# ---- block 1 ----
Block 1, track usage over the die:
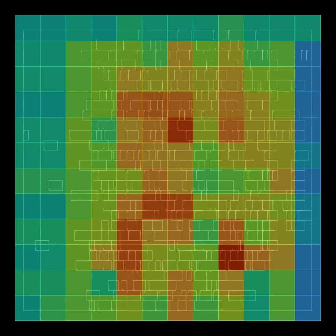

[src/rtl/lfsr_encryptor.sv]
// LFSR stream encryptor: reads a configuration and an ASCII message from data memory, then
// writes 64 bytes of pre-padded, LFSR-whitened, parity-tagged ciphertext at OUT_BASE.
module lfsr_encryptor #(
  parameter int unsigned OUT_BASE = 64,
  parameter int unsigned MSG_MAX  = 52
) (
  input  logic       Clk,
  input  logic       Reset,
  input  logic       Start,
  output logic       Ack,
  output logic [7:0] rd_addr,
  input  logic [7:0] rd_data,
  output logic       wr_en,
  output logic [7:0] wr_addr,
  output logic [7:0] wr_data
);

  localparam logic [2:0] StIdle = 3'd0;
  localparam logic [2:0] StCfg  = 3'd1;
  localparam logic [2:0] StRd   = 3'd2;
  localparam logic [2:0] StWr   = 3'd3;
  localparam logic [2:0] StDone = 3'd4;

  localparam logic [7:0] AddrPre  = 8'd61;
  localparam logic [7:0] AddrTaps = 8'd62;
  localparam logic [7:0] AddrInit = 8'd63;
  localparam logic [7:0] OutBase  = 8'(OUT_BASE);
  localparam logic [7:0] MsgMax   = 8'(MSG_MAX);
  localparam logic [3:0] PreMin   = 4'd10;
  localparam logic [5:0] LastByte = 6'd63;

  logic [2:0] state_q, state_d;
  logic       armed_q, armed_d;
  logic [1:0] cfg_cnt_q, cfg_cnt_d;
  logic [5:0] byte_q, byte_d;
  logic [3:0] pre_q, pre_d;
  logic [6:0] taps_q, taps_d;
  logic [6:0] lfsr_q, lfsr_d;
  logic [7:0] wr_data_q, wr_data_d;

  logic [7:0] msg_idx;
  logic       in_range;
  logic [7:0] padded;
  logic [6:0] enc7;
  logic [7:0] enc;
  logic       feedback;

  // Message index for the current byte; bytes before pre_length or past MSG_MAX are padding.
  always_comb begin
    msg_idx  = {2'b00, byte_q} - {4'b0000, pre_q};
    in_range = ({2'b00, byte_q} >= {4'b0000, pre_q}) && (msg_idx < MsgMax);
    padded   = in_range ? (rd_data - 8'h20) : 8'h00;
    enc7     = padded[6:0] ^ lfsr_q;
    enc      = {^enc7, enc7};
    feedback = ^(lfsr_q & taps_q);
  end

  always_comb begin
    Ack     = (state_q == StDone);
    wr_en   = (state_q == StWr);
    wr_addr = OutBase + {2'b00, byte_q};
    // Read data only arrives in the WR cycle; hold the last written byte elsewhere.
    wr_data = wr_en ? enc : wr_data_q;
    rd_addr = 8'h00;
    case (state_q)
      StCfg: begin
        case (cfg_cnt_q)
          2'd0:    rd_addr = AddrPre;
          2'd1:    rd_addr = AddrTaps;
          2'd2:    rd_addr = AddrInit;
          default: rd_addr = 8'h00;
        endcase
      end
      StRd:    rd_addr = in_range ? msg_idx : 8'h00;
      default: rd_addr = 8'h00;
    endcase
  end

  always_comb begin
    state_d   = state_q;
    armed_d   = armed_q;
    cfg_cnt_d = cfg_cnt_q;
    byte_d    = byte_q;
    pre_d     = pre_q;
    taps_d    = taps_q;
    lfsr_d    = lfsr_q;
    wr_data_d = wr_data;
    case (state_q)
      StIdle: begin
        if (Start) begin
          armed_d = 1'b1;
        end else if (armed_q) begin
          armed_d   = 1'b0;
          state_d   = StCfg;
          cfg_cnt_d = 2'd0;
          byte_d    = 6'd0;
        end
      end
      StCfg: begin
        cfg_cnt_d = cfg_cnt_q + 2'd1;
        // Each capture lands one cycle after its address was presented.
        case (cfg_cnt_q)
          2'd1: pre_d = (rd_data[3:0] < PreMin) ? PreMin : rd_data[3:0];
          2'd2: taps_d = rd_data[6:0];
          2'd3: begin
            lfsr_d  = (rd_data[6:0] == 7'h00) ? 7'h01 : rd_data[6:0];
            state_d = StRd;
          end
          default: ;
        endcase
      end
      StRd: state_d = StWr;
      StWr: begin
        lfsr_d = {lfsr_q[5:0], feedback};
        if (byte_q == LastByte) begin
          state_d = StDone;
        end else begin
          byte_d  = byte_q + 6'd1;
          state_d = StRd;
        end
      end
      StDone: begin
        if (Start) begin
          armed_d = 1'b1;
          state_d = StIdle;
        end
      end
      default: state_d = StIdle;
    endcase
  end

  always_ff @(posedge Clk) begin
    if (Reset) begin
      state_q   <= StIdle;
      armed_q   <= 1'b0;
      cfg_cnt_q <= 2'd0;
      byte_q    <= 6'd0;
      pre_q     <= PreMin;
      taps_q    <= 7'h00;
      lfsr_q    <= 7'h00;
      wr_data_q <= 8'h00;
    end else begin
      state_q   <= state_d;
      armed_q   <= armed_d;
      cfg_cnt_q <= cfg_cnt_d;
      byte_q    <= byte_d;
      pre_q     <= pre_d;
      taps_q    <= taps_d;
      lfsr_q    <= lfsr_d;
      wr_data_q <= wr_data_d;
    end
  end

endmodule
[config.mk]
export PLATFORM = sky130hd
export DESIGN_NAME = lfsr_encryptor
export DESIGN_NICKNAME = d
export VERILOG_FILES = /design/src/rtl/lfsr_encryptor.sv
export SDC_FILE = /design/constraint.sdc
export NUM_CORES = 1
export LEC_CHECK = 0
export CAP_MARGIN = 20
export CORE_MARGIN = 2
export CORE_UTILIZATION = 40
export CTS_BUF_LIST = sky130_fd_sc_hd__clkbuf_4 sky130_fd_sc_hd__clkbuf_8
export DETAILED_ROUTE_END_ITERATION = 7
export PLACE_DENSITY = 0.69
export SLEW_MARGIN = 10
export SYNTH_ARGS = -nofsm -noshare
export SYNTH_HDL_FRONTEND = slang
export SYNTH_SLANG_ARGS = --single-unit
[constraint.sdc]
create_clock -name Clk -period 8.3 [get_ports Clk]
set_clock_uncertainty 0.1 [all_clocks]
set_input_delay 1.66 -clock Clk [delete_from_list [all_inputs] [get_ports Clk]]
set_output_delay 1.66 -clock Clk [all_outputs]
set_load 0.02 [all_outputs]
# ---- block 2 ----
--- src/rtl/uart_tx_arbiter_pkg.sv ---
// Shared constants for the uart_tx byte-channel arbiter.
// FSM encodings and the default channel-ID header base.
package uart_tx_arbiter_pkg;

    localparam logic [1:0] ST_IDLE = 2'd0;
    localparam logic [1:0] ST_HDR  = 2'd1;
    localparam logic [1:0] ST_BODY = 2'd2;

    localparam logic [7:0] DEF_HDR_BASE = 8'hF0;

endpackage

--- src/rtl/rr_pick.sv ---
// Combinational round-robin picker.
// Scans last+1, last+2, ... mod N and reports the first request found.
module rr_pick #(
    parameter int N  = 4,
    parameter int IW = 2
) (
    input  logic [N-1:0]  req,
    input  logic [IW-1:0] last,
    output logic          any,
    output logic [IW-1:0] idx
);

    logic [2*N-1:0] rot;
    int             ofs;
    int             sum;

    always_comb begin
        any = |req;
        rot = {req, req} >> (32'(last) + 32'd1);
        ofs = 0;
        // Walk downwards so the nearest requester is written last.
        for (int i = N - 1; i >= 0; i--) begin
            if (rot[i]) begin
                ofs = i;
            end
        end
        sum = 32'(last) + 1 + ofs;
        if (sum >= N) begin
            sum = sum - N;
        end
        idx = IW'(sum);
    end

endmodule

--- src/rtl/uart_tx_arbiter.sv ---
// Packet-level round-robin sharing of one uart_tx byte channel.
// Optionally prefixes each packet with a channel-ID header byte.
import uart_tx_arbiter_pkg::*;

module uart_tx_arbiter #(
    parameter int         N        = 4,
    parameter int         IW       = 2,
    parameter int         HDR_EN   = 1,
    parameter logic [7:0] HDR_BASE = DEF_HDR_BASE
) (
    input  logic           clk,
    input  logic           rst,
    input  logic           clken,
    input  logic [8*N-1:0] req_data,
    input  logic [N-1:0]   req_valid,
    input  logic [N-1:0]   req_last,
    output logic [N-1:0]   req_ready,
    output logic [7:0]     tx_data,
    output logic           tx_valid,
    input  logic           tx_ready,
    output logic [IW-1:0]  grant_id,
    output logic           busy
);

    logic [1:0]    state;
    logic [IW-1:0] last_grant;
    logic          pick_any;
    logic [IW-1:0] pick_idx;
    logic [7:0]    own_data;
    logic          own_valid;
    logic          own_last;

    rr_pick #(
        .N  (N),
        .IW (IW)
    ) u_pick (
        .req  (req_valid),
        .last (last_grant),
        .any  (pick_any),
        .idx  (pick_idx)
    );

    always_comb begin
        own_data  = 8'h00;
        own_valid = 1'b0;
        own_last  = 1'b0;
        for (int i = 0; i < N; i++) begin
            if (grant_id == IW'(i)) begin
                own_data  = req_data[8*i +: 8];
                own_valid = req_valid[i];
                own_last  = req_last[i];
            end
        end
    end

    // tx_valid depends only on state and the owner's valid, never on tx_ready.
    always_comb begin
        tx_data   = 8'h00;
        tx_valid  = 1'b0;
        req_ready = '0;
        case (state)
            ST_HDR: begin
                tx_data  = HDR_BASE | 8'(grant_id);
                tx_valid = 1'b1;
            end
            ST_BODY: begin
                tx_data  = own_data;
                tx_valid = own_valid;
                for (int i = 0; i < N; i++) begin
                    req_ready[i] = (grant_id == IW'(i)) && clken
                                   && tx_ready && own_valid;
                end
            end
            default: begin
                tx_data  = 8'h00;
                tx_valid = 1'b0;
            end
        endcase
    end

    always_ff @(posedge clk or posedge rst) begin
        if (rst) begin
            state      <= ST_IDLE;
            grant_id   <= '0;
            last_grant <= IW'(N - 1);
        end else if (clken) begin
            case (state)
                ST_IDLE: begin
                    if (pick_any) begin
                        grant_id <= pick_idx;
                        state    <= (HDR_EN != 0) ? ST_HDR : ST_BODY;
                    end
                end
                ST_HDR: begin
                    if (tx_ready) begin
                        state <= ST_BODY;
                    end
                end
                ST_BODY: begin
                    if (tx_ready && own_valid && own_last) begin
                        last_grant <= grant_id;
                        state      <= ST_IDLE;
                    end
                end
                default: state <= ST_IDLE;
            endcase
        end
    end

    assign busy = (state != ST_IDLE);

endmodule

--- config.mk ---
export PLATFORM = sky130hd
export DESIGN_NAME = uart_tx_arbiter
export DESIGN_NICKNAME = d
export VERILOG_FILES = /design/src/rtl/uart_tx_arbiter_pkg.sv /design/src/rtl/rr_pick.sv /design/src/rtl/uart_tx_arbiter.sv
export SDC_FILE = /design/constraint.sdc
export NUM_CORES = 1
export LEC_CHECK = 0
export CAP_MARGIN = 20
export CORE_MARGIN = 4
export CORE_UTILIZATION = 33
export CTS_CLUSTER_SIZE = 40
export DETAILED_ROUTE_END_ITERATION = 7
export PLACE_DENSITY_LB_ADDON = 0.25
export SYNTH_ARGS = -nofsm -noshare
export SYNTH_HDL_FRONTEND = slang
export SYNTH_HIERARCHICAL = 1
export SYNTH_SLANG_ARGS = --single-unit
export TNS_END_PERCENT = 1
--- constraint.sdc ---
create_clock -name clk -period 2 [get_ports clk]
set_input_delay 0.4 -clock clk [delete_from_list [all_inputs] [get_ports clk]]
set_output_delay 0.4 -clock clk [all_outputs]
set_load 0.01 [all_outputs]
Block 1, layout detail:
The bar under the picture is 10 µm long. Window x 8 to 33, y 8 to 33 µm. Cells in gray, sequential cells in the stronger gray; small squares are vias.
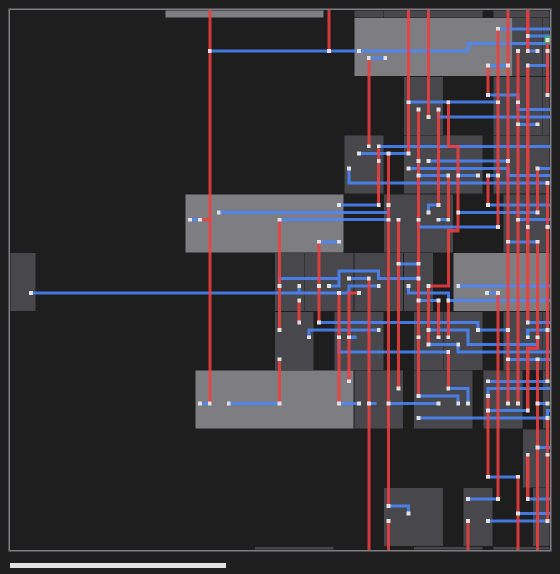
M3 -> green
M1 -> blue
M2 -> red
netlist names of flops here include = state_q (2)
most frequent = dfxtp_1 (4)
sequential cells in the window = 4
cells with their middle in the window = 27

Block 1, sequential cells grouped by signal name:
The bar under the picture is 20 µm long. Other sequential cells in the stronger gray, the rest of the logic in the fainter gray.
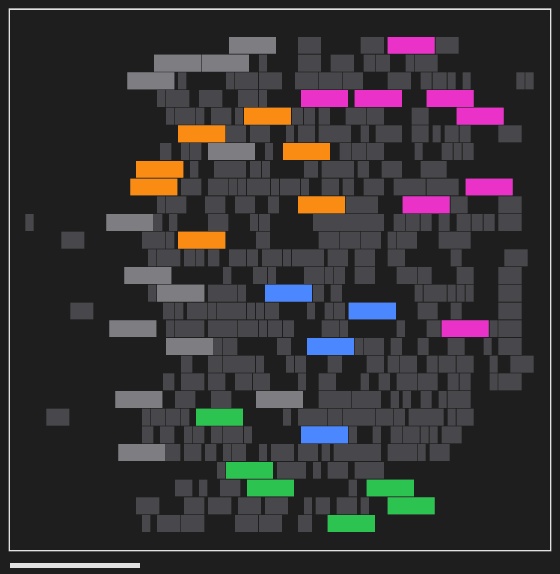
lfsr_q -> orange  # placed flops 7
byte_q -> green  # placed flops 6, where bottom center
wr_data_q -> magenta  # placed flops 8, where upper right
pre_q -> blue  # placed flops 4, where center
not colored = 13

## Picture notes: 'track usage over the die' of block 1
met2 usage: 0.280
total track usage: 0.170

==> results.ini, block 1 <==
[status]
status = complete, no violations

[logic_synthesis]
ys_types = 51
aoi_share = 0.170
edf_count = 0
synthSimpleGateAreaFrac = 0.252
ys_top_logic_family = simple AND/OR/NAND/NOR gates
ys_chip_area_um2 = 2490

[grt]
grt_use_met1 = 0.224
grt_max_degree = 34
antenna_found_initial = 0
grt_pass1_vias = 2138

[critical_path]
end_kind = output pin
reg2reg_slack_ns = 5.11
worstSetupStartpoint = rd_data[3]
critPathArrivalTime_ns = 3.92
crit_required_ns = 6.54
path_class = in2out
cp_max_fo = 9

[clock_tree]
cts_buffer_depth = 2
cts_resized = 0
path_clk_slew_ns = 0.08
cts_buffers = 5

[run]
max-cap-violations = 0

[cells_and_area]
inv_count = 15
largest-register = wr_data_q
final_cell_area_um2 = 2920
top_regs = wr_data_q: 8 flops, lfsr_q: 7 flops, taps_q: 7 flops
largest_register_ffs = 8
layout.nets = 355
sh_comb_area = 0.537
final_util = 0.490

[power_and_ir_drop]
vdd_ir_drop_max_uv = 69.6
p_clk_frac = 0.420
leakage_uw = 0.00101
intPower_uw = 289

[detailed_routing]
drtAntennaViolNets = 0
routedWlPerCell_um = 14.3
routed.top_layer = met4

[hold_path]
hold_depth = 2

[placed_design]
portBuffers = 31

[sta]
setup_tns_ns = 0
hold_viol = 0
fin_crit_ns = 5.68
setup_viol = 0
setup_ws_ns = 2.62

[die]
dieArea_um2 = 6880
fp.dieH_um = 83.0

## block 1: worst max-delay path, stage by stage
cell	delay, ns
clkdlybuf4s50_1	0.69
xnor2_1	0.14
xnor2_1	0.20
xnor2_1	0.09
a311oi_1	0.26
mux2i_1	0.27
nor2_1	0.07
clkdlybuf4s50_1	0.53
## block 1: cell usage after synthesis (2+ instances only)
library cell,count,area share
conb_1,2,0.0030
clkbuf_1,14,0.021
a221oi_1,2,0.0070
nand3_1,19,0.038
buf_2,2,0.0040
xnor2_1,19,0.067
nand4_1,2,0.0050
dfxtp_1,38,0.31
nor2_1,38,0.057
nand2b_1,3,0.0075
and3_1,5,0.013
mux2_2,2,0.0090
o21ai_0,2,0.0040
a21oi_1,20,0.040
buf_4,4,0.012
a2111oi_0,2,0.0070
mux2i_1,11,0.044
a211oi_1,6,0.018
nor2b_1,4,0.010
or4b_4,5,0.028
ha_1,9,0.045
a21o_1,2,0.0060
nand2_1,32,0.048
o221ai_1,4,0.014
nand4b_1,2,0.0070
inv_1,15,0.023
nor3_1,7,0.014
o21a_1,5,0.015
a31oi_1,7,0.018
o21bai_1,2,0.0060
o211ai_1,2,0.0060
or4_1,2,0.0060
xor2_1,8,0.028
buf_1,2,0.0030
Block 2, track usage over the die:
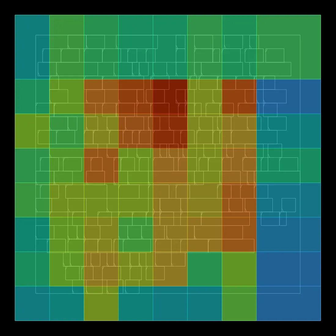
drt wl/cell: 14.8 µm
met3 global-route usage: 0.0524
total track usage: 0.177
met2 usage: 0.295
GR Util met1: 0.236

==> results.ini, block 2 <==
[status]
status = complete, but fails checks
violations = setup timing

[cells_and_area]
logic_gates = 79
ff_latch_area_um2 = 154
final_util = 0.646
clkbuf_count = 4
final_cells = 219
diodes = 0

[power_and_ir_drop]
vdd_ir_drop_max_uv = 1040
power_uw = 2090
pwr-share-seq = 0.124

[logic_synthesis]
yosysWarnings = 6
async_flop_share = 1.00
synthTopCellsByArea = mux4_1 14%, dfrtp_1 11%, mux4_2 9.7%
synth-xor-area-share = 0.0188
ys_types = 36

[critical_path]
worstSetupStartpoint = grant_id[0]
r2r-start = last_grant[1]
path_class = reg2out
cp.depth = 6
critPathArrivalTime_ns = 1.72
crit_family = multiplexers

[die]
fp_util = 0.341
dieWidth_um = 61.1
rows = 19

[sta]
hold_viol = 0
fin_crit_sh = 1.06
setup_viol = 10
worst_pin_slew_ns = 0.215
setup_ws_ns = -0.123
rsz0062_at_grt = yes

[grt]
grt_max_degree = 12
antenna_found_initial = 0
grt_pass1_wl_um = 5060

[clock_tree]
cts_sinks = 6
cts_buffer_depth = 2

[detailed_routing]
drtIter0Drc = 51

[placed_design]
routabilityCongestion = 0.760

-- block 2: logic make-up after synthesis --
kind of cell / after synthesis
multiplexers: 16
flip-flops: 6
AND/OR/NAND/NOR: 38
buffers and inverters: 17
XOR/XNOR: 2
adder cells (fa/ha/maj): 4
AND-OR/OR-AND: 19
-- block 2: what timing repair did --
action	in CTS	in global routing
pin swaps	5	5
buffers inserted	3	1
setup endpoints to repair	14	14
gates resized	75	9
-- block 2: synthesized netlist by cell type, types with 3 or more instances --
cell type   n
a21oi_1     3
buf_2       3
clkbuf_1    3
dfrtp_1     4
ha_1        4
inv_1      10
mux2i_1     3
mux4_1      5
mux4_2      4
nand2_1    13
nand3_1     9
nor2b_1     4
nor3_1      4
o21ai_0     3
-- block 2: per-layer routing --
metal / share of wire / wire (µm) / track usage / vias up
li1: - / - / - / 555
met3: 0.058 / 187 / 0.0524 / 2
met4: 0.0083 / 27 / 0.0186 / 0
met5: 0 / 0 / 0 / -
met1: 0.41 / 1320 / 0.236 / 543
met2: 0.53 / 1710 / 0.295 / 29
-- block 2: flip-flops by register name, indices dropped and copies added (netlist names) --
signal      cells
grant_id        2
last_grant      2
state           2

==> layout pictures side by side <==
Selected gate families.
image #1
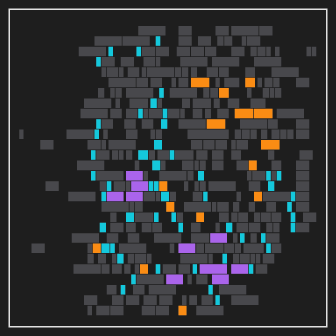
image #2
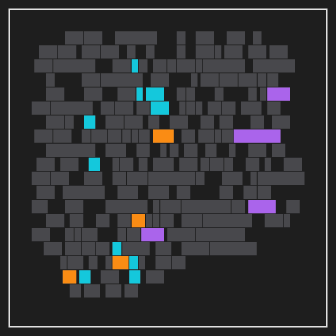
Image #1 is block 1.
Image #2 is block 2.
Of these, most cells: image #1


# ---- block 3 ----
Block 3, nets reached from selected ports:
The bar under the picture is 20 µm long.
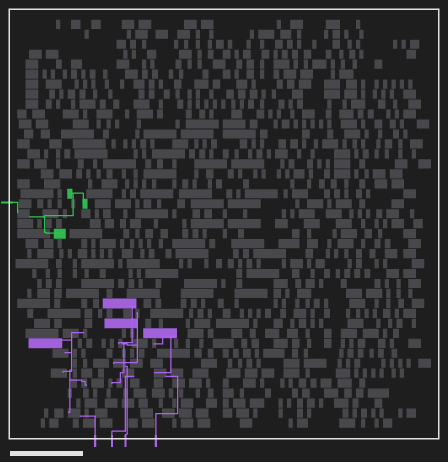
Block 3, track usage over the die:
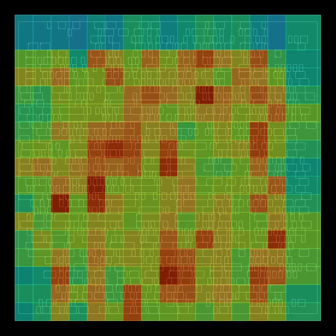
[src/rtl/divider.sv]
`default_nettype none
// +--------------------------------------------------------------------------+
// | divider : 8-bit / 4-bit sequential restoring divider, one quotient bit   |
// |           per clock, with active-low 7-segment operand/result displays.  |
// | Optional macro DIV_ZERO_FLAG_EN: flag divide-by-zero, skip iterations.   |
// | Revision : 1.0                                                           |
// +--------------------------------------------------------------------------+
module divider #(
  parameter int N_W = 8,
  parameter int D_W = 4
) (
  input  logic           i_clk,
  input  logic           i_rst,
  input  logic           i_load,
  input  logic           i_start,
  input  logic [N_W-1:0] i_N,
  input  logic [D_W-1:0] i_D,
  output logic           o_done,
  output logic [N_W-1:0] o_Q,
  output logic [D_W-1:0] o_R,
  output logic           o_div_zero,
  output logic [6:0]     seg_i_N_hundred,
  output logic [6:0]     seg_i_N_ten,
  output logic [6:0]     seg_i_N_unit,
  output logic [6:0]     seg_i_D_ten,
  output logic [6:0]     seg_i_D_unit,
  output logic [6:0]     seg_o_Q_hundred,
  output logic [6:0]     seg_o_Q_ten,
  output logic [6:0]     seg_o_Q_unit,
  output logic [6:0]     seg_o_R_ten,
  output logic [6:0]     seg_o_R_unit
);

  typedef enum logic [1:0] {
    S_IDLE   = 2'd0,
    S_LOAD   = 2'd1,
    S_CALC   = 2'd2,
    S_FINISH = 2'd3
  } state_t;

  localparam logic [3:0] c_ITER     = 4'd8;
  localparam logic [6:0] c_SEG_DASH = 7'b0111111;

  state_t     r_state, w_state_nx;
  logic [7:0] r_n, w_n_nx;
  logic [3:0] r_rem, w_rem_nx;
  logic [3:0] r_div, w_div_nx;
  logic [7:0] r_disp_n, w_disp_n_nx;
  logic [3:0] r_disp_d, w_disp_d_nx;
  logic [3:0] r_idx, w_idx_nx;
  logic       r_done, w_done_nx;
  logic [7:0] r_q, w_q_nx;
  logic [3:0] r_r, w_r_nx;
  logic       r_dz, w_dz_nx;

  // One restoring step: shift the next dividend bit into the partial remainder.
  logic [4:0] w_t;
  logic       w_ge;
  logic [3:0] w_diff;
  assign w_t    = {r_rem, r_n[7]};
  assign w_ge   = (w_t >= {1'b0, r_div});
  assign w_diff = w_t[3:0] - r_div;

  always_ff @(posedge i_clk or posedge i_rst) begin
    if (i_rst) begin
      r_state  <= S_IDLE;
      r_n      <= '0;
      r_rem    <= '0;
      r_div    <= '0;
      r_disp_n <= '0;
      r_disp_d <= '0;
      r_idx    <= '0;
      r_done   <= 1'b0;
      r_q      <= '0;
      r_r      <= '0;
      r_dz     <= 1'b0;
    end else begin
      r_state  <= w_state_nx;
      r_n      <= w_n_nx;
      r_rem    <= w_rem_nx;
      r_div    <= w_div_nx;
      r_disp_n <= w_disp_n_nx;
      r_disp_d <= w_disp_d_nx;
      r_idx    <= w_idx_nx;
      r_done   <= w_done_nx;
      r_q      <= w_q_nx;
      r_r      <= w_r_nx;
      r_dz     <= w_dz_nx;
    end
  end

  always_comb begin
    w_state_nx  = r_state;
    w_n_nx      = r_n;
    w_rem_nx    = r_rem;
    w_div_nx    = r_div;
    w_disp_n_nx = r_disp_n;
    w_disp_d_nx = r_disp_d;
    w_idx_nx    = r_idx;
    w_done_nx   = r_done;
    w_q_nx      = r_q;
    w_r_nx      = r_r;
    w_dz_nx     = r_dz;
    case (r_state)
      S_IDLE: begin
        w_n_nx    = '0;
        w_rem_nx  = '0;
        w_idx_nx  = '0;
        w_done_nx = 1'b0;
        w_q_nx    = '0;
        w_r_nx    = '0;
        w_dz_nx   = 1'b0;
        if (!i_load) begin
          w_n_nx      = i_N;
          w_div_nx    = i_D;
          w_disp_n_nx = i_N;
          w_disp_d_nx = i_D;
          w_state_nx  = S_LOAD;
        end
      end
      S_LOAD: begin
        if (!i_start) w_state_nx = S_CALC;
      end
      S_CALC: begin
        // The start press that entered CALC is still held; wait for release.
        if (i_start) begin
`ifdef DIV_ZERO_FLAG_EN
          if (r_div == 4'd0) begin
            w_q_nx     = '0;
            w_r_nx     = '0;
            w_dz_nx    = 1'b1;
            w_done_nx  = 1'b1;
            w_idx_nx   = '0;
            w_state_nx = S_FINISH;
          end else
`endif
          if (r_idx < c_ITER) begin
            w_rem_nx = w_ge ? w_diff : w_t[3:0];
            w_n_nx   = {r_n[6:0], w_ge};
            w_idx_nx = r_idx + 4'd1;
          end else begin
            w_q_nx     = r_n;
            w_r_nx     = r_rem;
            w_done_nx  = 1'b1;
            w_idx_nx   = '0;
            w_state_nx = S_FINISH;
          end
        end
      end
      S_FINISH: begin
        if (!i_start) w_state_nx = S_IDLE;
      end
      default: w_state_nx = S_IDLE;
    endcase
  end

  assign o_done     = r_done;
  assign o_Q        = r_q;
  assign o_R        = r_r;
  assign o_div_zero = r_dz;

  function automatic logic [6:0] f_seg(input logic [7:0] v);
    case (v)
      8'd0:    f_seg = 7'b1000000;
      8'd1:    f_seg = 7'b1111001;
      8'd2:    f_seg = 7'b0100100;
      8'd3:    f_seg = 7'b0110000;
      8'd4:    f_seg = 7'b0011001;
      8'd5:    f_seg = 7'b0010010;
      8'd6:    f_seg = 7'b0000010;
      8'd7:    f_seg = 7'b1111000;
      8'd8:    f_seg = 7'b0000000;
      8'd9:    f_seg = 7'b0010000;
      default: f_seg = 7'b1000000;
    endcase
  endfunction

  assign seg_i_N_hundred = f_seg(r_disp_n / 8'd100);
  assign seg_i_N_ten     = f_seg((r_disp_n / 8'd10) % 8'd10);
  assign seg_i_N_unit    = f_seg(r_disp_n % 8'd10);
  assign seg_i_D_ten     = f_seg({4'd0, r_disp_d / 4'd10});
  assign seg_i_D_unit    = f_seg({4'd0, r_disp_d % 4'd10});

  // Result digits show dashes while divide-by-zero is flagged.
  assign seg_o_Q_hundred = r_dz ? c_SEG_DASH : f_seg(r_q / 8'd100);
  assign seg_o_Q_ten     = r_dz ? c_SEG_DASH : f_seg((r_q / 8'd10) % 8'd10);
  assign seg_o_Q_unit    = r_dz ? c_SEG_DASH : f_seg(r_q % 8'd10);
  assign seg_o_R_ten     = r_dz ? c_SEG_DASH : f_seg({4'd0, r_r / 4'd10});
  assign seg_o_R_unit    = r_dz ? c_SEG_DASH : f_seg({4'd0, r_r % 4'd10});

endmodule
`default_nettype wire

[config.mk]
export PLATFORM = sky130hd
export DESIGN_NAME = divider
export DESIGN_NICKNAME = d
export VERILOG_FILES = /design/src/rtl/divider.sv
export SDC_FILE = /design/constraint.sdc
export NUM_CORES = 1
export LEC_CHECK = 0
export ABC_AREA = 1
export CAP_MARGIN = 20
export CELL_PAD_IN_SITES_DETAIL_PLACEMENT = 1
export CELL_PAD_IN_SITES_GLOBAL_PLACEMENT = 1
export CORE_UTILIZATION = 39
export DETAILED_ROUTE_END_ITERATION = 6
export GPL_TIMING_DRIVEN = 0
export PLACE_DENSITY_LB_ADDON = 0.25
export SYNTH_ARGS = -nofsm -noshare
export SYNTH_HDL_FRONTEND = slang
export SYNTH_SLANG_ARGS = --single-unit
export TNS_END_PERCENT = 1
[constraint.sdc]
create_clock -name i_clk -period 9.8 [get_ports i_clk]
set_input_delay 2.94 -clock i_clk [delete_from_list [all_inputs] [get_ports i_clk]]
set_output_delay 2.94 -clock i_clk [all_outputs]
set_load 0.1 [all_outputs]
==> results.ini <==
[status]
status = complete, no violations

[cells_and_area]
fillers = 1721
seq_share = 0.168
layout.nets = 947
buffer_area_frac = 0.165
final_cell_area_um2 = 6420

[clock_tree]
cts_sinks = 43
cts_buffers = 5
cts_buffer_depth = 2

[logic_synthesis]
synthTopCellsByArea = dfrtp_1 21%, ha_1 13%, nand2_1 11%
common_cells = 153 x nand2_1, 118 x inv_1, 68 x nor2_1
postSynthSeqShare = 0.209
yosysTopAreaCell = dfrtp_1

[sta]
max_freq_mhz = 118
rsz0062_at_grt = no

[placed_design]
placed_cells = 1042

[detailed_routing]
drtIter0Drc = 180

[critical_path]
crit_family = simple AND/OR/NAND/NOR gates

[grt]
grt_overflow = 0

## Picture notes: 'nets reached from selected ports' of block 3
o_R -> purple  # direction output, end cells 4, buffers 4, wire 195 µm
i_load -> green  # direction input, end cells 3, buffers 1, wire 39.7 µm

## Picture notes: 'track usage over the die' of block 3
final core utilization: 0.505
total track usage: 0.214
GR Util met1: 0.259

-- cell usage in the layout, fill, tap and decap left out, types with 13 or more instances in the layout --
cell type and count:
nand2_1 153, inv_1 117, clkdlybuf4s50_1 90, nor2_1 68
nand3_1 55, ha_1 53, o21ai_0 50, dfrtp_1 43
a21oi_1 38, nand2_2 36, inv_2 18, buf_4 17
nand2_4 14, nor3_1 13
-- routing by layer --
metal	global-route usage	up-vias	share of wire
met5	0	-	0
met4	0.0338	0	0.0058
met3	0.0180	11	0.022
met2	0.416	69	0.52
met1	0.259	2480	0.45
li1	-	2659	-
-- kinds of logic (layout without fill, tap and decap cells) --
group	Yosys count	after routing	synth area share
DFF	43	43	0.209
other	2	9	0.00146
and+or+nand+nor	372	372	0.356
adders and majority gates	54	54	0.133
buffers and inverters	163	261	0.131
AOI/OAI and AO/OA	128	128	0.148
muxes	2	2	0.00390
xor gates and xnor gates	9	9	0.0168
-- registers in the layout, summed over array words and instances (netlist names), 2 cells and up --
name and flops:
o_Q 8, r_disp_d 4, r_idx 4, r_disp_n 8
r_state 2, r_n 8, r_rem 4, o_R 4

Power figures rest on the tool's default switching activity, not on a simulated workload.
